==================== design 1
Figure 1. Met3 routing (design 1).
Scale bar: 20 um.
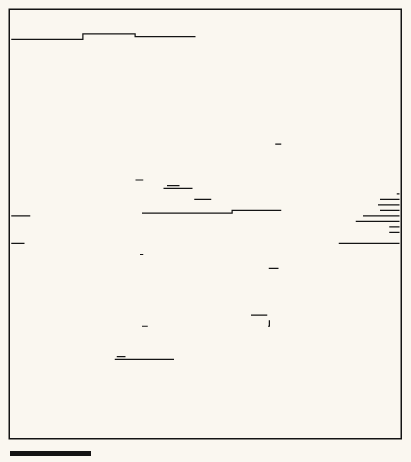

## config.mk

```make
export PLATFORM = sky130hd
export DESIGN_NAME = switch_debouncer
export DESIGN_NICKNAME = d
export VERILOG_FILES = /design/src/rtl/switch_debouncer.sv
export SDC_FILE = /design/constraint.sdc
export NUM_CORES = 1
export LEC_CHECK = 0
export ABC_CLOCK_PERIOD_IN_PS = 2300
export CELL_PAD_IN_SITES_DETAIL_PLACEMENT = 0
export CELL_PAD_IN_SITES_GLOBAL_PLACEMENT = 1
export CORE_ASPECT_RATIO = 1.1
export CORE_MARGIN = 2
export CORE_UTILIZATION = 46
export CTS_CLUSTER_DIAMETER = 30
export CTS_CLUSTER_SIZE = 20
export DETAILED_ROUTE_END_ITERATION = 8
export GPL_ROUTABILITY_DRIVEN = 0
export GPL_TIMING_DRIVEN = 0
export PLACE_DENSITY = 0.79
export SLEW_MARGIN = 20
export SYNTH_ARGS = -nofsm -noshare
export SYNTH_HDL_FRONTEND = slang
export SYNTH_SLANG_ARGS = --single-unit
```

## constraint.sdc

```tcl
create_clock -name clk -period 2.3 [get_ports clk]
set_input_delay 0.46 -clock clk [delete_from_list [all_inputs] [get_ports clk]]
set_output_delay 0.46 -clock clk [all_outputs]
set_load 0.03 [all_outputs]
```

## src/rtl/switch_debouncer.sv

```systemverilog
// Per-bit 2-flop synchroniser and debounce counter for raw slide switches.
// Produces registered clean levels plus one-cycle rise/fall strobes.
module switch_debouncer #(
  parameter  int N_SW            = 4,
  parameter  int DEBOUNCE_CYCLES = 1_000_000,
  localparam int CNT_W           = $clog2(DEBOUNCE_CYCLES)
) (
  input  logic            clk,
  input  logic            rst,
  input  logic [N_SW-1:0] sw_raw,
  output logic [N_SW-1:0] sw_clean,
  output logic [N_SW-1:0] sw_rise,
  output logic [N_SW-1:0] sw_fall,
  output logic            any_change
);

  localparam logic [CNT_W-1:0] CNT_MAX = CNT_W'(DEBOUNCE_CYCLES - 1);

  logic [N_SW-1:0]  s1_q, s1_d;
  logic [N_SW-1:0]  s2_q, s2_d;
  logic [N_SW-1:0]  clean_q, clean_d;
  logic [N_SW-1:0]  rise_q, rise_d;
  logic [N_SW-1:0]  fall_q, fall_d;
  logic [CNT_W-1:0] cnt_q [N_SW];
  logic [CNT_W-1:0] cnt_d [N_SW];

  // A bit only commits once its synced value has differed for the full count;
  // any agreement with the current clean level restarts the count.
  always_comb begin
    s1_d    = sw_raw;
    s2_d    = s1_q;
    clean_d = clean_q;
    rise_d  = '0;
    fall_d  = '0;
    for (int i = 0; i < N_SW; i++) begin
      cnt_d[i] = cnt_q[i];
      if (s2_q[i] == clean_q[i]) begin
        cnt_d[i] = '0;
      end else if (cnt_q[i] == CNT_MAX) begin
        cnt_d[i]   = '0;
        clean_d[i] = s2_q[i];
        rise_d[i]  = s2_q[i];
        fall_d[i]  = ~s2_q[i];
      end else begin
        cnt_d[i] = cnt_q[i] + CNT_W'(1);
      end
    end
  end

  always_ff @(posedge clk) begin
    if (rst) begin
      s1_q    <= '0;
      s2_q    <= '0;
      clean_q <= '0;
      rise_q  <= '0;
      fall_q  <= '0;
      for (int i = 0; i < N_SW; i++) begin
        cnt_q[i] <= '0;
      end
    end else begin
      s1_q    <= s1_d;
      s2_q    <= s2_d;
      clean_q <= clean_d;
      rise_q  <= rise_d;
      fall_q  <= fall_d;
      for (int i = 0; i < N_SW; i++) begin
        cnt_q[i] <= cnt_d[i];
      end
    end
  end

  assign sw_clean   = clean_q;
  assign sw_rise    = rise_q;
  assign sw_fall    = fall_q;
  assign any_change = |(rise_q | fall_q);

endmodule
```

==================== design 2
==> src/rtl/pulse_stretch_tx_if.sv <==
// Request/level bundle for pulse_stretch_tx.
// Pi: strobe in; Lo/Busy/Pending/Overflow: registered status out.
interface pulse_stretch_tx_if #(
    parameter int MAX_PENDING = 3,
    localparam int PW = $clog2(MAX_PENDING + 1)
);
    logic          Pi;
    logic          Lo;
    logic          Busy;
    logic [PW-1:0] Pending;
    logic          Overflow;

    modport master (
        output Pi,
        input  Lo, Busy, Pending, Overflow
    );

    modport slave (
        input  Pi,
        output Lo, Busy, Pending, Overflow
    );
endinterface

==> src/rtl/pulse_stretch_tx.sv <==
// Stretches one-clock strobes into HOLD-high / GAP-low level pulses.
// Ports: Clk, ResetN (async low), bus.{Pi in; Lo, Busy, Pending, Overflow out}.
module pulse_stretch_tx #(
    parameter int HOLD_CYCLES = 4,
    parameter int GAP_CYCLES  = 4,
    parameter int MAX_PENDING = 3
) (
    input  logic                 Clk,
    input  logic                 ResetN,
    pulse_stretch_tx_if.slave    bus
);
    localparam int PW = $clog2(MAX_PENDING + 1);
    localparam int MX = (HOLD_CYCLES > GAP_CYCLES) ? HOLD_CYCLES : GAP_CYCLES;
    // Keep the counter at least one bit wide when both lengths are 1.
    localparam int CW = (MX > 1) ? $clog2(MX) : 1;

    localparam logic [CW-1:0] HOLD_LD = CW'(HOLD_CYCLES - 1);
    localparam logic [CW-1:0] GAP_LD  = CW'(GAP_CYCLES - 1);
    localparam logic [PW-1:0] P_MAX   = PW'(MAX_PENDING);

    typedef enum logic [1:0] {
        S_IDLE,
        S_HIGH,
        S_GAP
    } state_t;

    state_t        state;
    logic [CW-1:0] cnt;
    logic [PW-1:0] pending;
    logic          lo;
    logic          busy;
    logic          overflow;

    always_ff @(posedge Clk or negedge ResetN) begin
        if (!ResetN) begin
            state    <= S_IDLE;
            cnt      <= '0;
            pending  <= '0;
            lo       <= 1'b0;
            busy     <= 1'b0;
            overflow <= 1'b0;
        end else begin
            overflow <= 1'b0;
            unique case (state)
                S_IDLE: begin
                    if (bus.Pi) begin
                        state <= S_HIGH;
                        cnt   <= HOLD_LD;
                        lo    <= 1'b1;
                        busy  <= 1'b1;
                    end
                end
                S_HIGH: begin
                    if (cnt == '0) begin
                        state <= S_GAP;
                        cnt   <= GAP_LD;
                        lo    <= 1'b0;
                    end else begin
                        cnt <= cnt - CW'(1);
                    end
                    if (bus.Pi) begin
                        if (pending == P_MAX) overflow <= 1'b1;
                        else                  pending  <= pending + PW'(1);
                    end
                end
                S_GAP: begin
                    if (cnt != '0) begin
                        cnt <= cnt - CW'(1);
                        if (bus.Pi) begin
                            if (pending == P_MAX) overflow <= 1'b1;
                            else                  pending  <= pending + PW'(1);
                        end
                    end else if (pending != '0) begin
                        // Dequeue; a strobe this cycle refills the slot.
                        state <= S_HIGH;
                        cnt   <= HOLD_LD;
                        lo    <= 1'b1;
                        if (!bus.Pi) pending <= pending - PW'(1);
                    end else if (bus.Pi) begin
                        // Empty queue: the strobe starts the pulse directly.
                        state <= S_HIGH;
                        cnt   <= HOLD_LD;
                        lo    <= 1'b1;
                    end else begin
                        state <= S_IDLE;
                        busy  <= 1'b0;
                    end
                end
                default: begin
                    state   <= S_IDLE;
                    cnt     <= '0;
                    pending <= '0;
                    lo      <= 1'b0;
                    busy    <= 1'b0;
                end
            endcase
        end
    end

    assign bus.Lo       = lo;
    assign bus.Busy     = busy;
    assign bus.Pending  = pending;
    assign bus.Overflow = overflow;
endmodule
==> src/flat_wrapper.sv <==
// flat-port wrapper written by rule: the top's interface ports become plain ports
module pulse_stretch_tx_flat 
#(
    parameter int HOLD_CYCLES = 4,
    parameter int GAP_CYCLES  = 4,
    parameter int MAX_PENDING = 3
)
  (Clk, ResetN, bus_Pi, bus_Lo, bus_Busy, bus_Pending, bus_Overflow);
  pulse_stretch_tx_if #(.MAX_PENDING(MAX_PENDING)) bus_i ();
  input  logic Clk;
  input  logic ResetN;
  input wire logic [$bits(bus_i.Pi)-1:0] bus_Pi;
  output wire logic [$bits(bus_i.Lo)-1:0] bus_Lo;
  output wire logic [$bits(bus_i.Busy)-1:0] bus_Busy;
  output wire logic [$bits(bus_i.Pending)-1:0] bus_Pending;
  output wire logic [$bits(bus_i.Overflow)-1:0] bus_Overflow;
  assign bus_i.Pi = bus_Pi;
  assign bus_Lo = bus_i.Lo;
  assign bus_Busy = bus_i.Busy;
  assign bus_Pending = bus_i.Pending;
  assign bus_Overflow = bus_i.Overflow;
  pulse_stretch_tx #(.HOLD_CYCLES(HOLD_CYCLES), .GAP_CYCLES(GAP_CYCLES), .MAX_PENDING(MAX_PENDING)) u_core (.Clk(Clk), .ResetN(ResetN), .bus(bus_i));
endmodule
==> config.mk <==
export PLATFORM = sky130hd
export DESIGN_NAME = pulse_stretch_tx_flat
export DESIGN_NICKNAME = d
export VERILOG_FILES = /design/src/rtl/pulse_stretch_tx_if.sv /design/src/rtl/pulse_stretch_tx.sv /design/src/flat_wrapper.sv
export SDC_FILE = /design/constraint.sdc
export NUM_CORES = 1
export LEC_CHECK = 0
export ABC_AREA = 1
export CAP_MARGIN = 20
export CORE_MARGIN = 2
export CORE_UTILIZATION = 53
export CTS_CLUSTER_SIZE = 14
export DETAILED_ROUTE_END_ITERATION = 6
export GPL_TIMING_DRIVEN = 0
export PLACE_DENSITY = 0.79
export REMOVE_ABC_BUFFERS = 1
export SYNTH_ARGS = -nofsm -noshare
export SYNTH_HDL_FRONTEND = slang
export SYNTH_SLANG_ARGS = --single-unit
==> constraint.sdc <==
create_clock -name Clk -period 1.5 [get_ports Clk]
set_clock_uncertainty 0.1 [all_clocks]
set_input_delay 0.225 -clock Clk [delete_from_list [all_inputs] [get_ports Clk]]
set_output_delay 0.225 -clock Clk [all_outputs]
set_load 0.02 [all_outputs]
==================== design 3
## src/rtl/ctrl_pkg.sv

```systemverilog
// Shared encodings for the multicycle controller: FSM states, opcodes, ALU commands,
// datapath mux selects and the instruction funct field layout.
package ctrl_pkg;

  typedef enum logic [3:0] {
    FETCH  = 4'd0,
    DECODE = 4'd1,
    EXECR  = 4'd2,
    EXECI  = 4'd3,
    ALUWB  = 4'd4,
    MEMADR = 4'd5,
    MEMRD  = 4'd6,
    MEMWB  = 4'd7,
    MEMWR  = 4'd8,
    BRANCH = 4'd9,
    HALT   = 4'd10
  } state_t;

  localparam logic [1:0] OP_DP   = 2'b00;
  localparam logic [1:0] OP_MEM  = 2'b01;
  localparam logic [1:0] OP_BR   = 2'b10;
  localparam logic [1:0] OP_HALT = 2'b11;

  localparam logic [3:0] CMD_AND = 4'b0000;
  localparam logic [3:0] CMD_SUB = 4'b0010;
  localparam logic [3:0] CMD_ADD = 4'b0100;
  localparam logic [3:0] CMD_CMP = 4'b1010;
  localparam logic [3:0] CMD_ORR = 4'b1100;

  localparam logic [1:0] ALU_ADD = 2'b00;
  localparam logic [1:0] ALU_SUB = 2'b01;
  localparam logic [1:0] ALU_AND = 2'b10;
  localparam logic [1:0] ALU_OR  = 2'b11;

  localparam logic [1:0] SRCB_REG  = 2'b00;
  localparam logic [1:0] SRCB_IMM  = 2'b01;
  localparam logic [1:0] SRCB_FOUR = 2'b10;

  localparam logic [1:0] RES_ALUOUT = 2'b00;
  localparam logic [1:0] RES_MEM    = 2'b01;
  localparam logic [1:0] RES_ALU    = 2'b10;

  localparam int FUNCT_I      = 5;
  localparam int FUNCT_CMD_HI = 4;
  localparam int FUNCT_CMD_LO = 1;
  localparam int FUNCT_SL     = 0;

  typedef struct packed {
    logic       legal;
    logic [1:0] alu;
  } alu_dec_t;

  // CMP shares the SUB datapath; only the write-back behaviour differs.
  function automatic alu_dec_t decode_cmd(input logic [3:0] cmd);
    alu_dec_t d;
    d.legal = 1'b1;
    case (cmd)
      CMD_ADD:          d.alu = ALU_ADD;
      CMD_SUB, CMD_CMP: d.alu = ALU_SUB;
      CMD_AND:          d.alu = ALU_AND;
      CMD_ORR:          d.alu = ALU_OR;
      default: begin
        d.legal = 1'b0;
        d.alu   = ALU_ADD;
      end
    endcase
    return d;
  endfunction

endpackage

```

## src/rtl/mem_wait_timer.sv

```systemverilog
// Counts consecutive not-ready cycles in a memory-wait state; timeout is combinational
// in the cycle the count sits at MAX_WAIT with memory still not ready. Saturates, never wraps.
module mem_wait_timer #(
  parameter int MAX_WAIT = 15
) (
  input  logic clk,
  input  logic reset,
  input  logic waiting,
  input  logic ready,
  input  logic clear,
  output logic timeout
);

  localparam int W = $clog2(MAX_WAIT + 1);
  localparam logic [W-1:0] LIMIT = W'(MAX_WAIT);

  logic [W-1:0] count;
  logic         stalled;

  assign stalled = waiting && !ready;

  always_ff @(posedge clk or posedge reset) begin
    if (reset) begin
      count <= '0;
    end else if (clear) begin
      count <= '0;
    end else if (stalled && (count != LIMIT)) begin
      count <= count + W'(1);
    end
  end

  assign timeout = stalled && (count == LIMIT);

endmodule

```

## src/rtl/multicycle_ctrl.sv

```systemverilog
// Multicycle processor control FSM: fetch/decode/execute/memory/writeback sequencing.
// Fetch-to-fetch 3-5 cycles; memory stalls on memReady=0 until MAX_WAIT, then sticky fault + HALT.
module multicycle_ctrl
  import ctrl_pkg::*;
#(
  parameter int MAX_WAIT = 15
) (
  input  logic       clk,
  input  logic       reset,
  input  logic [1:0] op,
  input  logic [5:0] funct,
  input  logic       memReady,
  output logic       memReq,
  output logic       adrSrc,
  output logic       irWrite,
  output logic       PCS,
  output logic       regW,
  output logic       memWriteSrc,
  output logic       flagUpdate,
  output logic       aluSrcA,
  output logic [1:0] aluSrcB,
  output logic [1:0] aluControl,
  output logic [1:0] resultSrc,
  output logic [3:0] state,
  output logic       fault
);

  state_t   cur, nxt;
  logic     fault_q, fault_set;
  logic     waiting, timeout;
  logic [3:0] cmd;
  alu_dec_t dec;

  assign cmd     = funct[FUNCT_CMD_HI:FUNCT_CMD_LO];
  assign dec     = decode_cmd(cmd);
  assign waiting = (cur == FETCH) || (cur == MEMRD) || (cur == MEMWR);

  mem_wait_timer #(.MAX_WAIT(MAX_WAIT)) u_timer (
    .clk     (clk),
    .reset   (reset),
    .waiting (waiting),
    .ready   (memReady),
    .clear   (nxt != cur),
    .timeout (timeout)
  );

  always_ff @(posedge clk or posedge reset) begin
    if (reset) begin
      cur     <= FETCH;
      fault_q <= 1'b0;
    end else begin
      cur <= nxt;
      if (fault_set) fault_q <= 1'b1;
    end
  end

  always_comb begin
    nxt       = cur;
    fault_set = 1'b0;
    case (cur)
      FETCH: begin
        if (memReady) nxt = DECODE;
        else if (timeout) begin
          nxt       = HALT;
          fault_set = 1'b1;
        end
      end
      DECODE: begin
        case (op)
          OP_DP:   nxt = funct[FUNCT_I] ? EXECI : EXECR;
          OP_MEM:  nxt = MEMADR;
          OP_BR:   nxt = BRANCH;
          default: nxt = HALT;
        endcase
      end
      EXECR, EXECI: begin
        if (dec.legal) nxt = ALUWB;
        else begin
          nxt       = HALT;
          fault_set = 1'b1;
        end
      end
      ALUWB:  nxt = FETCH;
      MEMADR: nxt = funct[FUNCT_SL] ? MEMRD : MEMWR;
      MEMRD, MEMWR: begin
        if (memReady) nxt = (cur == MEMRD) ? MEMWB : FETCH;
        else if (timeout) begin
          nxt       = HALT;
          fault_set = 1'b1;
        end
      end
      MEMWB:   nxt = FETCH;
      BRANCH:  nxt = FETCH;
      HALT:    nxt = HALT;
      default: nxt = FETCH;
    endcase
  end

  // Outputs are gated by reset so an abandoned store can never strobe mid-reset.
  always_comb begin
    memReq      = 1'b0;
    adrSrc      = 1'b0;
    irWrite     = 1'b0;
    PCS         = 1'b0;
    regW        = 1'b0;
    memWriteSrc = 1'b0;
    flagUpdate  = 1'b0;
    aluSrcA     = 1'b0;
    aluSrcB     = SRCB_REG;
    aluControl  = ALU_ADD;
    resultSrc   = RES_ALUOUT;
    if (!reset) begin
      case (cur)
        FETCH: begin
          memReq = 1'b1;
          if (memReady) begin
            irWrite   = 1'b1;
            PCS       = 1'b1;
            aluSrcB   = SRCB_FOUR;
            resultSrc = RES_ALU;
          end
        end
        EXECR, EXECI: begin
          if (dec.legal) begin
            aluSrcA    = 1'b1;
            aluSrcB    = (cur == EXECI) ? SRCB_IMM : SRCB_REG;
            aluControl = dec.alu;
          end
        end
        ALUWB: begin
          aluControl = dec.alu;
          regW       = (cmd != CMD_CMP);
          flagUpdate = funct[FUNCT_SL] || (cmd == CMD_CMP);
        end
        MEMADR: begin
          aluSrcA = 1'b1;
          aluSrcB = SRCB_IMM;
        end
        MEMRD: begin
          memReq = 1'b1;
          adrSrc = 1'b1;
        end
        MEMWB: begin
          resultSrc = RES_MEM;
          regW      = 1'b1;
        end
        MEMWR: begin
          memReq      = 1'b1;
          adrSrc      = 1'b1;
          memWriteSrc = memReady;
        end
        BRANCH: begin
          aluSrcB   = SRCB_IMM;
          resultSrc = RES_ALU;
          PCS       = 1'b1;
        end
        default: ;
      endcase
    end
  end

  assign state = cur;
  assign fault = fault_q;

endmodule

```

## config.mk

```make
export PLATFORM = sky130hd
export DESIGN_NAME = multicycle_ctrl
export DESIGN_NICKNAME = d
export VERILOG_FILES = /design/src/rtl/ctrl_pkg.sv /design/src/rtl/mem_wait_timer.sv /design/src/rtl/multicycle_ctrl.sv
export SDC_FILE = /design/constraint.sdc
export NUM_CORES = 1
export LEC_CHECK = 0
export CAP_MARGIN = 5
export CORE_MARGIN = 3
export CORE_UTILIZATION = 50
export DETAILED_ROUTE_END_ITERATION = 6
export PLACE_DENSITY = 0.84
export SETUP_SLACK_MARGIN = 0.05
export SYNTH_ARGS = -nofsm -noshare
export SYNTH_HDL_FRONTEND = slang
export SYNTH_SLANG_ARGS = --single-unit
```

## constraint.sdc

```tcl
create_clock -name clk -period 4.1 [get_ports clk]
set_input_delay 0.41 -clock clk [delete_from_list [all_inputs] [get_ports clk]]
set_output_delay 0.41 -clock clk [all_outputs]
set_load 0.005 [all_outputs]
```

Figure 2. Met3 routing (design 3).
Scale bar: 20 um.
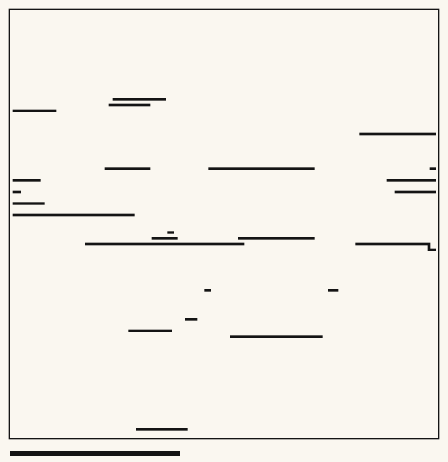
The wires run mostly horizontal. 20 nets have wire on it.
met3 Usage GRT: 0.0475
Post-Route WL: 2.49 mm
DR vias: 1039

==> results.py, design 3 <==
# Metrics from the implementation run
metrics = {
    "floorplan": {
        "ios": 30,
        "die_x_um": 50.3,
        "initial_core_util": 0.549,
    },
    "final_layout": {
        "area_delta_synth_final_pct": 31.2,
        "layout.area.comb_sq_um": 697,
        "flop_area_sq_um": 225,
    },
    "sta": {
        "grt_setup_unrepaired": "false",
    },
    "worst_setup_path": {
        "critPathArrivalTime_ps": 2390,
        "critical_path.cell_chain": "or2b_1 > or2_2 > o22ai_1 > and3_1 > clkdlybuf4s50_1",
    },
    "clock_network": {
        "clkLatencyLatePin_ps": 270,
        "clock_path_buffers": 2,
    },
    "worst_hold_path": {
        "hold_class": "register to register",
    },
    "status": {
        "status": "finished, final reports clean",
    },
    "synth": {
        "ys_types": 45,
    },
    "global_route": {
        "track_usage": 0.222,
    },
}
-- design 3: flip-flops by register name (all words and copies together) (netlist names) --
| register | cells |
|---|---|
| fault | 1 |
| state | 4 |
| u_timer.count | 4 |
-- design 3: cell families after synthesis --
logic type | share of synthesized area
xor+xnor | 0.0179
flops | 0.230
buf+inv | 0.0587
simple gates | 0.383
fa+ha+maj | 0.0639
compound gates | 0.216
mux | 0.0307
-- design 3: per-stage QoR --
stage | hold WS, ps | total power, mW | utilization
floorplan | 454 | 0.393 | -
global placement | 449 | 0.496 | 0.706
detailed placement | 453 | 0.503 | 0.706
CTS | 471 | 0.577 | 0.721
global route | 514 | 0.628 | 0.721
finish | 466 | 0.580 | 0.721
-- design 3: worst reg2reg max path, cell delays in order (launching register included) --
cell and delay (ps):
dfrtp_1 680, or2_1 330, a2111oi_1 160, or4_1 510, a22o_1 310, nor4b_2 260
-- design 3: power groups by stage --
stage / clock [mW] / combinational (mW) / sequential, mW
after floorplan: 0 / 0.271 / 0.122
after global placement: 0 / 0.322 / 0.174
after detailed placement: 0 / 0.328 / 0.175
after CTS: 0.0751 / 0.330 / 0.172
after global routing: 0.0797 / 0.366 / 0.183
final: 0.0738 / 0.331 / 0.175
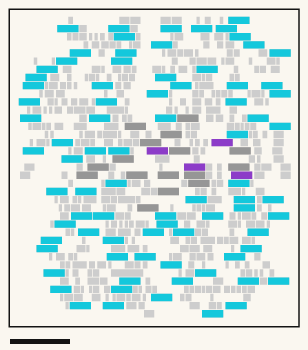
Figure 3: design 1, register map, names as in the netlist.
Scale bar: 20 um.
cnt_q: marked cyan, sequential cells 80, where spread over the die. sw_fall: marked purple, sequential cells 4.
Another 16 sequential cells are not colored.
sequential share of cell area: 0.416
sequential power: 1.74 mW
Flop area: 2000 sq um
Final Util: 0.522

Notes on Figure 1 above:
The layer holds 2.2% of the routed length. The wires run mostly horizontal. The longest straight run is 22.1 um. The layer carries 183 um of wire. 18 nets have wire on it.

==> results.py, design 1 <==
# Metrics from the implementation run
metrics = {
    "sta": {
        "min_period_ps": 2090,
        "setup_ws_ps": 214,
        "worst_pin_slew_ps": 547,
        "setup_viol": 0,
    },
    "final_layout": {
        "lay_top_count": "dfxtp_1",
        "fillers": 907,
    },
    "power": {
        "vdd_drop_max_uv": 296,
        "pg_comb_mw": 0.0429,
    },
    "drt": {
        "drc": 0,
        "via_per_inst": 5.41,
        "drt_iter0_drc": 84,
        "met2_length_mm": 3.71,
    },
    "run": {
        "openroad.warnings": 26,
    },
    "synth": {
        "xor_share": 0.110,
    },
    "floorplan": {
        "row_count": 37,
        "initial_core_util": 0.467,
    },
    "global_route": {
        "antenna_found_initial": 0,
    },
    "place": {
        "postPlaceCellArea_sq_um": 4620,
    },
    "status": {
        "status": "finished, final reports clean",
    },
}
-- design 1: cells in the mapped netlist (all sizes together) (2+ instances only) --
| cell type | number |
|---|---|
| nor3 | 11 |
| dfxtp | 100 |
| ha | 4 |
| o31ai | 10 |
| or3 | 11 |
| and3 | 9 |
| nand2 | 22 |
| nand3 | 27 |
| nor4 | 13 |
| nor2b | 8 |
| nand2b | 6 |
| or2 | 2 |
| or4 | 15 |
| and2 | 7 |
| nand4b | 2 |
| xnor2 | 22 |
| clkbuf | 8 |
| nor2 | 62 |
| or4b | 2 |
| o21ai | 17 |
| a21oi | 26 |
| buf | 6 |
| inv | 11 |
| nand4 | 23 |
| nor4bb | 3 |
| xor2 | 32 |
| nor4b | 3 |
| and4 | 12 |
-- design 1: final cells by class --
cell class | instances | area share
Inverter | 11 | 0.00858
Clock inverter | 4 | 0.0107
Tap cell | 117 | 0.0304
Timing Repair Buffer | 17 | 0.0354
Clock buffer | 11 | 0.0273
Buffer | 14 | 0.0143
Sequential cell | 100 | 0.416
Multi-Input combinational cell | 352 | 0.457
-- design 1: timing repair --
action                                 CTS  global route
buffers inserted                         0             0
endpoints found under the hold margin    0             0
setup endpoints to repair                0            15
gates resized                            0             2
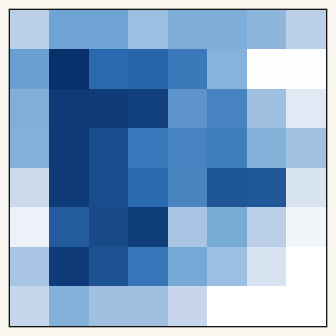
Figure 4: design 2, cell area per tile.
The die is cut into 8 by 8 equal tiles; white is low, dark blue is high, 0 to 100% covered.
9.4% of the tiles are nearly empty. The mean over all tiles is 52%. 28% of the tiles are over 75% full. The fullest tile reaches 100%.
FP Util: 0.555
Final Util: 0.679
core area: 1270 sq um

==> results.py, design 2 <==
# Metrics from the implementation run
metrics = {
    "place": {
        "dp.cells": 123,
        "dp_hpwl_mm": 1.08,
    },
    "worst_setup_path": {
        "critical_path.cell_chain": "inv_1 > ha_1 > inv_1 > nand2_1 > nand2_1 > nand2_1 > nor2_1 > nand2_1 > nand2_1",
        "critPathArrivalTime_ps": 1510,
    },
    "synth": {
        "synth-seq-cells": 9,
        "synth_top_area_share": 0.320,
        "top_cells_by_area": "dfrtp_1 32%, nand2_1 21%, ha_1 18%",
        "ys_area_sq_um": 704,
    },
    "power": {
        "power_mw": 1.77,
        "vdd_drop_max_uv": 1060,
    },
    "floorplan": {
        "die_h_um": 40.5,
        "die_x_um": 40.5,
    },
    "sta": {
        "min_period_over_period": 0.937,
        "min_period_ps": 1400,
        "worst_pin_slew_ps": 447,
        "setup_tns_ps": 0,
    },
    "drt": {
        "drc": 0,
    },
    "final_layout": {
        "drive_above_1_share": 0.138,
        "nonClkBufAreaFrac": 0.109,
        "sh_comb_area": 0.502,
        "diodes": 0,
        "dominant-cell-class": "combinational gates",
        "n_clock_buffer": 4,
    },
    "global_route": {
        "grt_max_degree": 11,
        "grt_overflow": 0,
    },
    "clock_network": {
        "clock_path_buffers": 2,
    },
    "status": {
        "status": "finished, final reports clean",
    },
}
## design 2: power by group through the flow
| stage | Clock [mW] | Sequential, mW | Combinational (mW) |
|---|---|---|---|
| final | 0.197 | 0.433 | 1.14 |
| after global routing | 0.212 | 0.450 | 1.28 |
| after CTS | 0.202 | 0.438 | 1.00 |
| after detailed placement | 0 | 0.444 | 1.02 |
| after global placement | 0 | 0.436 | 0.990 |
| after floorplan | 0 | 0.473 | 0.720 |
## design 2: cells by family after synthesis
group,after synthesis,share of synthesized area
AOI/OAI and AO/OA,9,0.0764
DFF,9,0.320
buffers and inverters,17,0.105
and+or+nand+nor,57,0.322
adders and majority gates,10,0.178
## design 2: metal layers
layer  up-vias  share of wire  track usage
met5         -              0            0
met4         0         0.0095       0.0750
met3         3          0.043       0.0500
met2        12           0.47        0.333
met1       296           0.47        0.242
li1        345              -            -
## design 2: state kept, by name, indices dropped and copies added, names as in the netlist
| signal | cells |
|---|---|
| u_core.cnt | 2 |
| u_core.state | 2 |
| u_core.bus.Pending | 2 |
| u_core.bus.Busy | 1 |
| u_core.bus.Lo | 1 |
| u_core.bus.Overflow | 1 |

==================== design 4
Figure 5. Met3 routing (design 4).
Scale bar: 10 um.
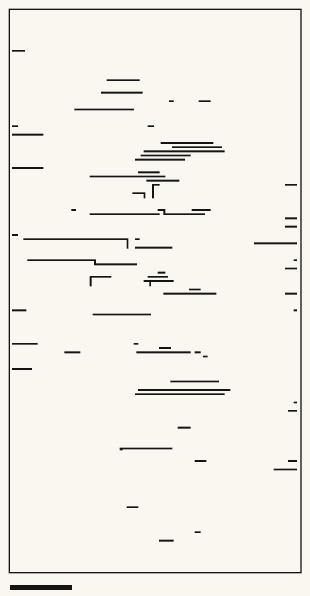

--- config.mk ---
export PLATFORM = sky130hd
export DESIGN_NAME = johnson_step_ctrl
export DESIGN_NICKNAME = d
export VERILOG_FILES = /design/src/rtl/johnson_step_ctrl.sv
export SDC_FILE = /design/constraint.sdc
export NUM_CORES = 1
export LEC_CHECK = 0
export ABC_CLOCK_PERIOD_IN_PS = 3800
export CAP_MARGIN = 20
export CORE_ASPECT_RATIO = 2
export CORE_MARGIN = 1.5
export CORE_UTILIZATION = 57
export CTS_CLUSTER_DIAMETER = 120
export DETAILED_ROUTE_END_ITERATION = 7
export GPL_TIMING_DRIVEN = 0
export PLACE_DENSITY = 0.94
export SLEW_MARGIN = 20
export SYNTH_ARGS = -nofsm -noshare
export SYNTH_HDL_FRONTEND = slang
export SYNTH_SLANG_ARGS = --single-unit
--- constraint.sdc ---
create_clock -name clk -period 3.8 [get_ports clk]
set_input_delay 0.57 -clock clk [delete_from_list [all_inputs] [get_ports clk]]
set_output_delay 0.57 -clock clk [all_outputs]
set_load 0.02 [all_outputs]
--- src/rtl/johnson_step_ctrl.sv ---
// Command-driven sequencer for a Johnson counter: accepts a step command and
// advances the code forward or reverse, with each step paced by a prescaler.
module johnson_step_ctrl #(
  parameter int unsigned WIDTH = 4,
  parameter int unsigned CNT_W = 8
) (
  input  logic             clk,
  input  logic             reset,
  input  logic             cmd_valid,
  output logic             cmd_ready,
  input  logic             cmd_dir,
  input  logic [CNT_W-1:0] cmd_steps,
  input  logic [CNT_W-1:0] cmd_rate,
  input  logic             abort,
  output logic [WIDTH-1:0] data_out,
  output logic             busy,
  output logic             done,
  output logic             aborted,
  output logic [CNT_W-1:0] steps_taken
);

  typedef enum logic [1:0] {
    S_IDLE = 2'd0,
    S_RUN  = 2'd1,
    S_DONE = 2'd2
  } state_t;

  state_t           r_state;
  state_t           w_state_nxt;

  logic             r_dir;
  logic [CNT_W-1:0] r_remaining;
  logic [CNT_W-1:0] r_rate;
  logic [CNT_W-1:0] r_tick;
  logic [CNT_W-1:0] r_steps_taken;
  logic [WIDTH-1:0] r_data;
  logic             r_aborted;
  logic             r_cmd_ready;
  logic             r_busy;
  logic             r_done;

  logic             w_accept;
  logic             w_step;
  logic             w_last;
  logic             w_abort_run;
  logic [WIDTH-1:0] w_data_fwd;
  logic [WIDTH-1:0] w_data_rev;
  logic             w_cmd_ready_nxt;
  logic             w_busy_nxt;
  logic             w_done_nxt;

  // Abort outranks a pending step on the same edge
  assign w_accept    = cmd_valid && r_cmd_ready;
  assign w_abort_run = (r_state == S_RUN) && abort;
  assign w_step      = (r_state == S_RUN) && !abort && (r_tick == '0);
  assign w_last      = w_step && (r_remaining == CNT_W'(1));

  assign w_data_fwd  = {r_data[WIDTH-2:0], ~r_data[WIDTH-1]};
  assign w_data_rev  = {~r_data[0], r_data[WIDTH-1:1]};

  // State register
  always_ff @(posedge clk) begin
    if (reset) begin
      r_state <= S_IDLE;
    end else begin
      r_state <= w_state_nxt;
    end
  end

  // Next-state logic
  always_comb begin
    w_state_nxt = r_state;
    case (r_state)
      S_IDLE: begin
        if (w_accept) begin
          w_state_nxt = (cmd_steps == '0) ? S_DONE : S_RUN;
        end
      end
      S_RUN: begin
        if (w_abort_run || w_last) begin
          w_state_nxt = S_DONE;
        end
      end
      S_DONE:  w_state_nxt = S_IDLE;
      default: w_state_nxt = S_IDLE;
    endcase
  end

  // Output decode from the upcoming state so the flags are registered
  always_comb begin
    w_cmd_ready_nxt = 1'b0;
    w_busy_nxt      = 1'b0;
    w_done_nxt      = 1'b0;
    case (w_state_nxt)
      S_IDLE:  w_cmd_ready_nxt = 1'b1;
      S_RUN:   w_busy_nxt      = 1'b1;
      S_DONE:  w_done_nxt      = 1'b1;
      default: w_cmd_ready_nxt = 1'b1;
    endcase
  end

  always_ff @(posedge clk) begin
    if (reset) begin
      r_cmd_ready <= 1'b1;
      r_busy      <= 1'b0;
      r_done      <= 1'b0;
    end else begin
      r_cmd_ready <= w_cmd_ready_nxt;
      r_busy      <= w_busy_nxt;
      r_done      <= w_done_nxt;
    end
  end

  // Command latch, prescaler, progress counters and Johnson register
  always_ff @(posedge clk) begin
    if (reset) begin
      r_dir         <= 1'b0;
      r_remaining   <= '0;
      r_rate        <= '0;
      r_tick        <= '0;
      r_steps_taken <= '0;
      r_data        <= '0;
      r_aborted     <= 1'b0;
    end else if (w_accept) begin
      r_dir         <= cmd_dir;
      r_remaining   <= cmd_steps;
      r_rate        <= cmd_rate;
      r_tick        <= cmd_rate;
      r_steps_taken <= '0;
      r_aborted     <= 1'b0;
    end else if (w_abort_run) begin
      r_aborted     <= 1'b1;
    end else if (w_step) begin
      r_data        <= r_dir ? w_data_rev : w_data_fwd;
      r_tick        <= r_rate;
      r_remaining   <= r_remaining - CNT_W'(1);
      r_steps_taken <= r_steps_taken + CNT_W'(1);
    end else if (r_state == S_RUN) begin
      r_tick        <= r_tick - CNT_W'(1);
    end
  end

  assign cmd_ready   = r_cmd_ready;
  assign busy        = r_busy;
  assign done        = r_done;
  assign aborted     = r_aborted;
  assign steps_taken = r_steps_taken;
  assign data_out    = r_data;

endmodule

==================== design 5
[config.mk]
export PLATFORM = sky130hd
export DESIGN_NAME = sdpram_stream_reader
export DESIGN_NICKNAME = d
export VERILOG_FILES = /design/src/rtl/sdpram_stream_reader.sv
export SDC_FILE = /design/constraint.sdc
export NUM_CORES = 1
export LEC_CHECK = 0
export CAP_MARGIN = 25
export CORE_AREA = 2 2 104 106
export DETAILED_ROUTE_END_ITERATION = 16
export DIE_AREA = 0 0 106 108
export PLACE_DENSITY_LB_ADDON = 0.25
export RECOVER_POWER = 100
export SLEW_MARGIN = 20
export SYNTH_ARGS = -nofsm -noshare
export SYNTH_HDL_FRONTEND = slang
export SYNTH_SLANG_ARGS = --single-unit
[constraint.sdc]
create_clock -name clk -period 3.35 [get_ports clk]
set_input_delay 0.335 -clock clk [delete_from_list [all_inputs] [get_ports clk]]
set_output_delay 0.335 -clock clk [all_outputs]
set_load 0.02 [all_outputs]
[src/rtl/sdpram_stream_reader.sv]
// Read side of a simple dual-port RAM used as a circular buffer: issues port-B
// reads, absorbs the fixed read latency and presents the words as a valid/ready stream.
module sdpram_stream_reader #(
    parameter int DATA_WIDTH = 32,
    parameter int RAM_SIZE   = 1024,
    parameter int LATENCY    = 1,
    parameter int BUF_DEPTH  = LATENCY + 1,
    localparam int AW        = $clog2(RAM_SIZE)
) (
    input  logic                  clk,
    input  logic                  rst,
    input  logic                  flush_i,
    input  logic [AW:0]           wr_ptr_i,
    output logic [AW:0]           rd_ptr_o,
    output logic [AW-1:0]         ram_addr_o,
    output logic                  ram_re_o,
    input  logic [DATA_WIDTH-1:0] ram_data_i,
    output logic                  m_valid_o,
    input  logic                  m_ready_i,
    output logic [DATA_WIDTH-1:0] m_data_o
);

    localparam int IW = (BUF_DEPTH > 1) ? $clog2(BUF_DEPTH) : 1;
    localparam int CW = $clog2(BUF_DEPTH + 1);

    logic [AW:0]           iss_q;
    logic [LATENCY-1:0]    v_q;
    logic [DATA_WIDTH-1:0] mem_q [BUF_DEPTH];
    logic [IW-1:0]         wr_idx_q;
    logic [IW-1:0]         rd_idx_q;
    logic [CW-1:0]         cnt_q;

    logic avail;
    logic credit;
    logic push;
    logic pop;

    function automatic logic [IW-1:0] next_idx(input logic [IW-1:0] idx);
        return (idx == IW'(BUF_DEPTH - 1)) ? '0 : idx + 1'b1;
    endfunction

    // A word popped this cycle frees its slot before any new read can land,
    // so it is credited back immediately; that is what sustains 1 word/cycle.
    always_comb begin
        avail    = (wr_ptr_i != iss_q);
        pop      = m_valid_o & m_ready_i & ~flush_i;
        push     = v_q[LATENCY-1] & ~flush_i;
        credit   = (int'(cnt_q) + $countones(v_q) - int'(pop)) < BUF_DEPTH;
        ram_re_o = avail & credit & ~flush_i & ~rst;
    end

    assign ram_addr_o = iss_q[AW-1:0];
    assign m_valid_o  = (cnt_q != '0);
    assign m_data_o   = mem_q[rd_idx_q];

    // NOTE: all sequential state uses non-blocking assignments so every
    // register samples the pre-edge values of its neighbours.
    always_ff @(posedge clk or posedge rst) begin
        if (rst) begin
            iss_q    <= '0;
            rd_ptr_o <= '0;
            v_q      <= '0;
            cnt_q    <= '0;
            wr_idx_q <= '0;
            rd_idx_q <= '0;
        end else if (flush_i) begin
            iss_q    <= wr_ptr_i;
            rd_ptr_o <= wr_ptr_i;
            v_q      <= '0;
            cnt_q    <= '0;
            wr_idx_q <= '0;
            rd_idx_q <= '0;
        end else begin
            if (ram_re_o) iss_q <= iss_q + 1'b1;
            v_q[0] <= ram_re_o;
            for (int i = 1; i < LATENCY; i++) v_q[i] <= v_q[i-1];
            if (push) wr_idx_q <= next_idx(wr_idx_q);
            if (pop) begin
                rd_idx_q <= next_idx(rd_idx_q);
                rd_ptr_o <= rd_ptr_o + 1'b1;
            end
            if (push && !pop)      cnt_q <= cnt_q + 1'b1;
            else if (pop && !push) cnt_q <= cnt_q - 1'b1;
        end
    end

    // NOTE: FIFO storage is not reset; cnt_q alone decides which entries are
    // meaningful, which keeps the array free of reset fan-out.
    always_ff @(posedge clk) begin
        if (push) mem_q[wr_idx_q] <= ram_data_i;
    end

    assert property (@(posedge clk) disable iff (rst)
        !(push && !pop && cnt_q == CW'(BUF_DEPTH)));

endmodule

==================== design 6
## config.mk

```make
export PLATFORM = sky130hd
export DESIGN_NAME = ram_sync_dp_be
export DESIGN_NICKNAME = d
export VERILOG_FILES = /design/src/rtl/ram_sync_dp_be.sv
export SDC_FILE = /design/constraint.sdc
export NUM_CORES = 1
export LEC_CHECK = 0
export CAP_MARGIN = 20
export CORE_ASPECT_RATIO = 0.6
export CORE_MARGIN = 2
export CORE_UTILIZATION = 25
export CTS_CLUSTER_DIAMETER = 150
export DETAILED_ROUTE_END_ITERATION = 12
export HOLD_SLACK_MARGIN = 0.15
export PLACE_DENSITY = 0.4
export SLEW_MARGIN = 40
export SYNTH_ARGS = -nofsm -noshare
export SYNTH_HDL_FRONTEND = slang
export SYNTH_SLANG_ARGS = --single-unit
```

## constraint.sdc

```tcl
create_clock -name clock -period 7.5 [get_ports clock]
set_clock_uncertainty 0.1 [all_clocks]
set_input_delay 0.75 -clock clock [delete_from_list [all_inputs] [get_ports clock]]
set_output_delay 0.75 -clock clock [all_outputs]
set_load 0.03 [all_outputs]
```

## src/rtl/ram_sync_dp_be.sv

```systemverilog
// Simple dual-port synchronous RAM with byte-enable writes, a 1- or 2-stage
// registered read path and a post-reset clear sweep that holds off requests.
module ram_sync_dp_be #(
  parameter int unsigned AWIDTH     = 3,
  parameter int unsigned DWIDTH     = 32,
  parameter int unsigned RD_LATENCY = 1,
  parameter int unsigned RDW_MODE   = 0,
  parameter int unsigned INIT_CLEAR = 1
) (
  input  logic                clock,
  input  logic                reset,
  input  logic                wr_en,
  input  logic [AWIDTH-1:0]   wr_addr,
  input  logic [DWIDTH/8-1:0] wr_be,
  input  logic [DWIDTH-1:0]   wr_data,
  input  logic                rd_en,
  input  logic [AWIDTH-1:0]   rd_addr,
  output logic [DWIDTH-1:0]   rd_data,
  output logic                rd_valid,
  output logic                busy
);

  localparam int unsigned DEPTH  = 1 << AWIDTH;
  localparam int unsigned NBYTES = DWIDTH / 8;

  typedef enum logic {CLEAR, READY} state_e;

  state_e              state_q, state_d;
  logic [AWIDTH-1:0]   clr_cnt_q, clr_cnt_d;
  logic [DWIDTH-1:0]   mem_q [DEPTH];
  logic [DWIDTH-1:0]   be_mask;
  logic [DWIDTH-1:0]   wr_word;
  logic [DWIDTH-1:0]   s1_data_d;
  logic                wr_fire, rd_fire, clr_fire;
  logic                s1_valid_q;
  logic [DWIDTH-1:0]   s1_data_q;

  always_comb begin
    state_d   = state_q;
    clr_cnt_d = clr_cnt_q;
    if (state_q == CLEAR) begin
      clr_cnt_d = clr_cnt_q + 1'b1;
      if (clr_cnt_q == '1) state_d = READY;
    end
  end

  always_ff @(posedge clock or posedge reset) begin
    if (reset) begin
      state_q   <= (INIT_CLEAR != 0) ? CLEAR : READY;
      clr_cnt_q <= '0;
    end else begin
      state_q   <= state_d;
      clr_cnt_q <= clr_cnt_d;
    end
  end

  assign clr_fire = (state_q == CLEAR);
  assign wr_fire  = (state_q == READY) && wr_en;
  assign rd_fire  = (state_q == READY) && rd_en;
  assign busy     = reset || (state_q == CLEAR);

  for (genvar g = 0; g < NBYTES; g++) begin : g_mask
    assign be_mask[8*g +: 8] = {8{wr_be[g]}};
  end

  assign wr_word = (mem_q[wr_addr] & ~be_mask) | (wr_data & be_mask);

  // New-data mode forwards the merged write word instead of the stored one.
  always_comb begin
    s1_data_d = mem_q[rd_addr];
    if ((RDW_MODE != 0) && wr_fire && (wr_addr == rd_addr))
      s1_data_d = wr_word;
  end

  always_ff @(posedge clock) begin
    if (clr_fire)
      mem_q[clr_cnt_q] <= '0;
    else if (wr_fire)
      mem_q[wr_addr] <= wr_word;
  end

  always_ff @(posedge clock or posedge reset) begin
    if (reset) begin
      s1_valid_q <= 1'b0;
      s1_data_q  <= '0;
    end else begin
      s1_valid_q <= rd_fire;
      if (rd_fire) s1_data_q <= s1_data_d;
    end
  end

  if (RD_LATENCY == 2) begin : g_lat2
    logic              s2_valid_q;
    logic [DWIDTH-1:0] s2_data_q;

    always_ff @(posedge clock or posedge reset) begin
      if (reset) begin
        s2_valid_q <= 1'b0;
        s2_data_q  <= '0;
      end else begin
        s2_valid_q <= s1_valid_q;
        if (s1_valid_q) s2_data_q <= s1_data_q;
      end
    end

    assign rd_valid = s2_valid_q;
    assign rd_data  = s2_data_q;
  end else begin : g_lat1
    assign rd_valid = s1_valid_q;
    assign rd_data  = s1_data_q;
  end

endmodule

```


==> layout pictures side by side <==
Cell area per tile.
panel A
The die is cut into 5 by 9 equal tiles; white is low, dark blue is high, 0 to 100% covered.
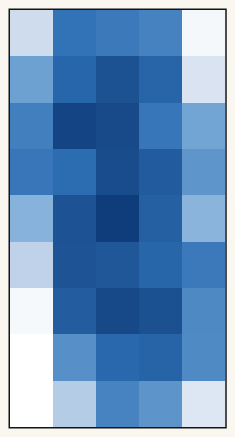
panel B
The die is cut into 11 by 11 equal tiles; white is low, dark blue is high, 0 to 100% covered.
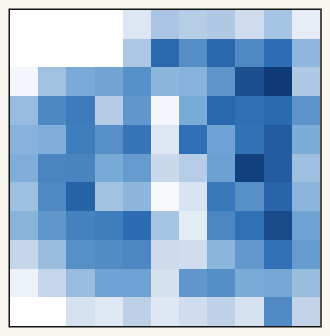
panel C
The die is cut into 31 by 19 equal tiles; white is low, dark blue is high, 0 to 100% covered.
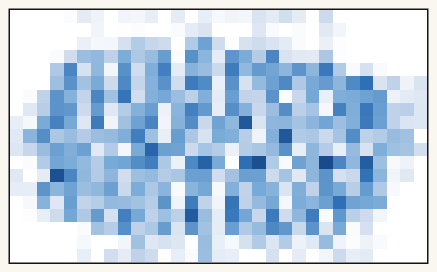
design 5 -> panel B
design 4 -> panel A
design 6 -> panel C
- highest utilization: panel A

Key to panel B:
The densest ninth of the die: middle right. The mean over all tiles is 45%. 8.3% of the tiles are nearly empty. The fullest tile reaches 96%. 11% of the tiles are over 75% full.

Figure 6. Register map, names as in the netlist (design 5).
Scale bar: 20 um.
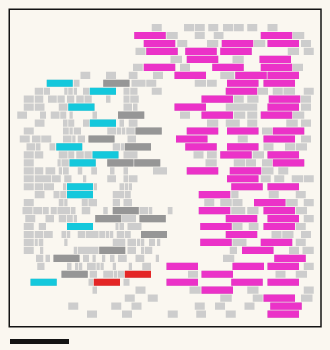
iss_q: marked cyan, sequential cells 11. cnt_q: marked red, sequential cells 2. mem_q: marked magenta, sequential cells 64.
Another 14 sequential cells are not colored.
sequential share of cell area: 0.489
sequential power: 1.33 mW

==> results.py, design 5 <==
# Metrics from the implementation run
metrics = {
    "synth": {
        "synth-seq-cells": 91,
        "ys_sh_adder": 0.0143,
        "xor_share": 0.0521,
    },
    "worst_setup_path": {
        "critPathArrivalTime_ps": 2760,
        "worst_ep_required_time_ps": 3010,
        "critPathMaxStageDelay_ps": 630,
        "critPathMaxFanout": 7,
    },
    "sta": {
        "drv_slew": 66,
        "setup_ws_ps": 256,
        "setup_viol": 0,
    },
    "drt": {
        "drc": 0,
        "drt-total-wl_mm": 7.97,
    },
    "place": {
        "dp.cells": 511,
    },
    "global_route": {
        "grtUsageMet3": 0.0386,
        "antenna_found_initial": 0,
        "grt_overflow": 0,
    },
    "clock_network": {
        "root_buffer": "clkbuf_8",
    },
    "status": {
        "violations": "max-capacitance violations, max-slew violations",
        "status": "complete, but fails checks",
    },
    "run": {
        "maxCapViolCount": 2,
    },
    "floorplan": {
        "ios": 102,
    },
    "power": {
        "p_clk_frac": 0.289,
    },
}
design 5: worst reg2reg max path, stage by stage, from the launching register on:
cell and delay [ps]:
dfrtp_1 470, o21ai_1 190, nor2_1 70, ha_1 270, nor2b_1 50, fa_1 350
nor2_1 140, clkbuf_1 160, nand3_1 240, or4_1 530, a31oi_1 170
design 5: cell type report:
class	count	area [sq um]	area share
sequential	91	2600	0.489
multi-input combinational	166	1260	0.237
timing repair buffer	110	1050	0.198
tap	136	170	0.0320
clock buffer	9	124	0.0233
clock inverter	7	82.6	0.0155
inverter	8	30.0	0.00565
design 5: flip-flops by register name (all words and copies together) (netlist names):
name,count
mem_q,64
cnt_q,2
wr_idx_q,1
rd_idx_q,1
rd_ptr_o,11
iss_q,11
v_q,1
design 5: Yosys cell counts (all sizes together), types with 2 or more instances:
cell,count
nor2,16
edfxtp,64
dfrtp,27
inv,7
xor2,6
a21oi,8
nand4,6
nand3,8
a21boi,3
nor4,3
buf,16
and3,2
mux2,32
or2,2
ha,3
or4,5
clkbuf,8
nand2,9
o31a,6
a211oi,2
o31ai,5
a31oi,8
xnor2,18
nand2b,3
nor3,5
o21ai,4
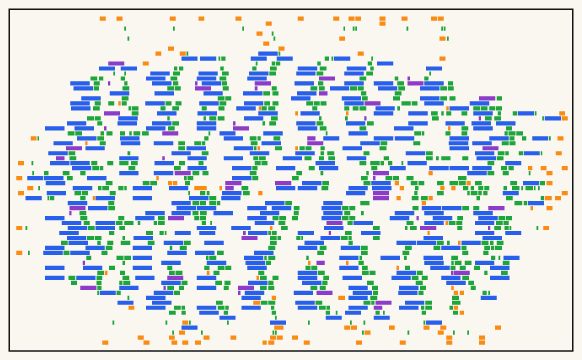
Figure 7: design 6, placement by cell class.
remaining buffers and delay cells: marked orange, cells 124, share of their area 7.0%. remaining logic cells: marked green, cells 553, share of their area 32%. registers: marked blue, cells 293, share of their area 55%. clock drivers and dummy loads: marked purple, cells 56, share of their area 6.0%.
final instance area: 16500 sq um
core area: 54300 sq um
sequential share of cell area: 0.523
Final Util: 0.304

==> results.py, design 6 <==
# Metrics from the implementation run
metrics = {
    "floorplan": {
        "die_h_um": 186,
    },
    "clock_network": {
        "cts.sinks": 293,
    },
    "place": {
        "postPlaceCellArea_sq_um": 15400,
    },
    "drt": {
        "drtAntennaViolNets": 0,
    },
    "global_route": {
        "antenna_found_initial": 1,
        "grt_max_degree": 74,
        "track_usage": 0.144,
    },
    "final_layout": {
        "fillers": 5363,
        "largest_reg_flops": 256,
        "nMultiInputCombCells": 518,
        "regMostFlops": "mem_q",
        "diodes": 0,
    },
    "sta": {
        "setup_ws_ps": 4090,
    },
    "status": {
        "status": "finished, final reports clean",
    },
    "synth": {
        "synth_cells": 921,
        "synth.avg_cell_area_sq_um": 14.9,
        "simple_gate_share": 0.0180,
    },
    "worst_setup_path": {
        "critPathMaxFanout": 27,
        "critPathMaxStageDelay_ps": 680,
    },
    "power": {
        "sw_frac_of_total": 0.248,
    },
}
design 6: cell usage after synthesis (all sizes together):
cell type / number
edfxtp: 256
mux2: 194
mux2i: 66
buf: 38
clkbuf: 37
dfrtp: 37
nand2: 36
inv: 35
a21oi: 34
a221oi: 32
a222oi: 32
a22o: 32
o22ai: 32
o31ai: 32
nor2: 11
nor2b: 6
a31oi: 2
and2: 2
ha: 2
a211oi: 1
and4: 1
nand2b: 1
or2: 1
xnor2: 1
design 6: per-layer routing:
| layer | wire [um] | vias up | share of wire | global-route usage |
|---|---|---|---|---|
| met5 | 0 | - | 0 | 0 |
| met4 | 609 | 0 | 0.015 | 0.0239 |
| met3 | 1670 | 39 | 0.040 | 0.0189 |
| met2 | 17500 | 168 | 0.42 | 0.216 |
| met1 | 21500 | 4303 | 0.52 | 0.222 |
| li1 | - | 3852 | - | - |
design 6: worst register-to-register path, delay by kind of cell (launching register included):
| family | cells | cell delay, ps |
|---|---|---|
| AND/OR/NAND/NOR | 2 | 990 |
| buffers and inverters | 2 | 900 |
| flip-flops | 1 | 540 |
| multiplexers | 1 | 250 |
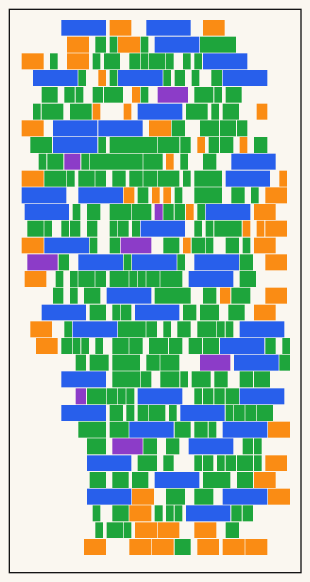
Figure 8: design 4, placement by cell class.
remaining buffers and delay cells: marked orange, cells 52, share of their area 16%. remaining logic cells: marked green, cells 207, share of their area 49%. clock drivers and dummy loads: marked purple, cells 8, share of their area 3.2%. registers: marked blue, cells 43, share of their area 32%.

About Figure 5:
The layer holds 5.2% of the routed length. The wires run mostly horizontal. The layer carries 301 um of wire. 46 nets have wire on it.

==> results.py, design 4 <==
# Metrics from the implementation run
metrics = {
    "status": {
        "status": "finished, final reports clean",
    },
    "synth": {
        "synth-seq-cells": 43,
        "xor_share": 0.0276,
        "ys_sh_adder": 0.0338,
        "yosys.area_share.aoi": 0.192,
        "yosysWarnings": 0,
        "ys_area_sq_um": 2220,
        "synth_area_sq_um": 2220,
    },
    "sta": {
        "setup_viol": 0,
        "finalClockSkew_ps": 11.2,
    },
    "drt": {
        "drt_iter0_drc": 107,
        "drtAntennaViolNets": 0,
    },
    "worst_setup_path": {
        "reg2regPathDepth": 9,
    },
    "global_route": {
        "grt_max_degree": 14,
    },
    "final_layout": {
        "stdcell_area_sq_um": 2720,
        "nNonClkBuffers": 52,
    },
    "floorplan": {
        "die_x_um": 47.2,
    },
    "power": {
        "sw_frac_of_total": 0.330,
        "leakagePower_nw": 0.945,
    },
}
==> design 4: cells in the final DEF (no fill, tap or decap), types with 3 or more instances in the layout <==
master / instances
dfxtp_1: 43
clkdlybuf4s50_1: 35
nor2_1: 30
nand2_1: 30
a21oi_1: 18
clkbuf_1: 14
inv_1: 10
a211oi_1: 9
o21ai_0: 9
a311oi_1: 8
nor3_1: 8
nand4_1: 7
or4_1: 7
or3_1: 6
mux2i_1: 6
ha_1: 6
clkbuf_8: 5
xor2_1: 4
nand3_1: 4
nor4_1: 3
buf_2: 3
or2_2: 3
a31oi_1: 3
o31ai_1: 3
xnor2_1: 3
o211ai_1: 3
==> design 4: through the flow <==
step	hold slack (ps)	utilization	setup WS, ps	std cells
after floorplan	432	-	1480	267
after global routing	488	0.715	968	361
after CTS	460	0.715	1070	361
final	453	0.715	1050	361
after detailed placement	449	0.693	746	353
after global placement	432	0.693	808	353
==> design 4: worst max-delay path, cell delays in order <==
cell and delay, ps:
clkdlybuf4s50_1 460, or3b_2 450, buf_2 210, nor3_4 450
a31oi_1 220, inv_1 100, ha_1 230, or2_2 270


==> gallery <==
Cell placement.
Plate I
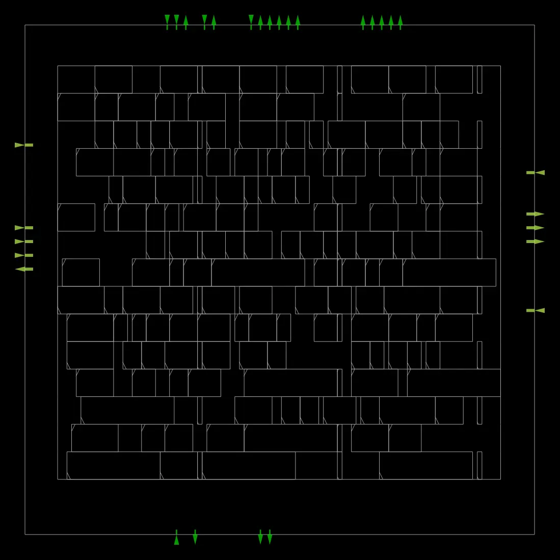
Plate II
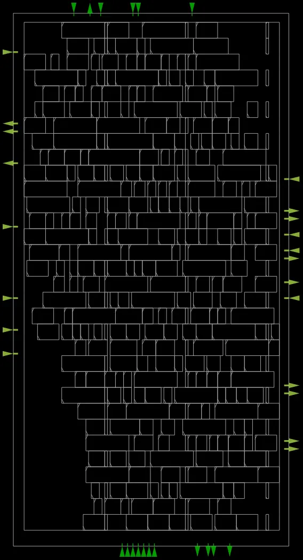
Plate III
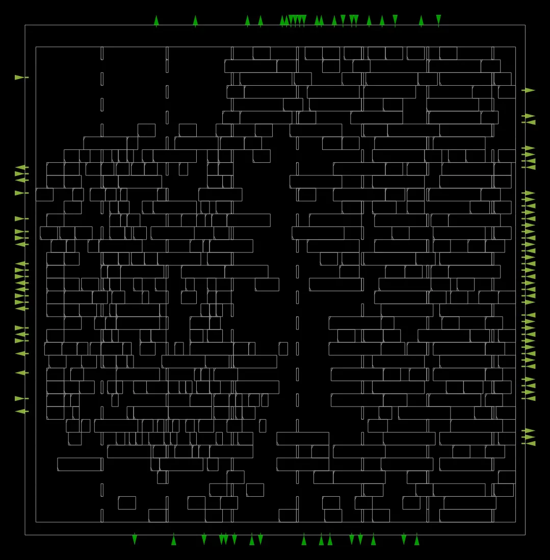
Plate IV
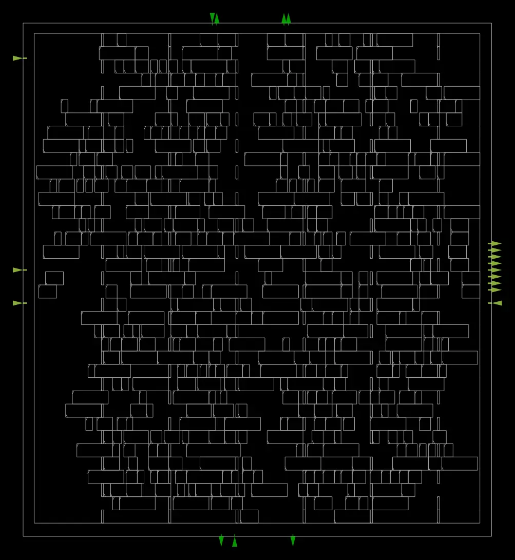
Plate V
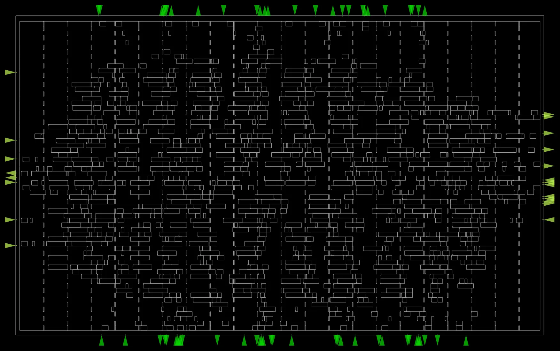
Plate III is design 5.
Plate IV is design 1.
Plate V is design 6.
Plate I is design 3.
Plate II is design 4.

Power figures rest on the tool's default switching activity, not on a simulated workload.
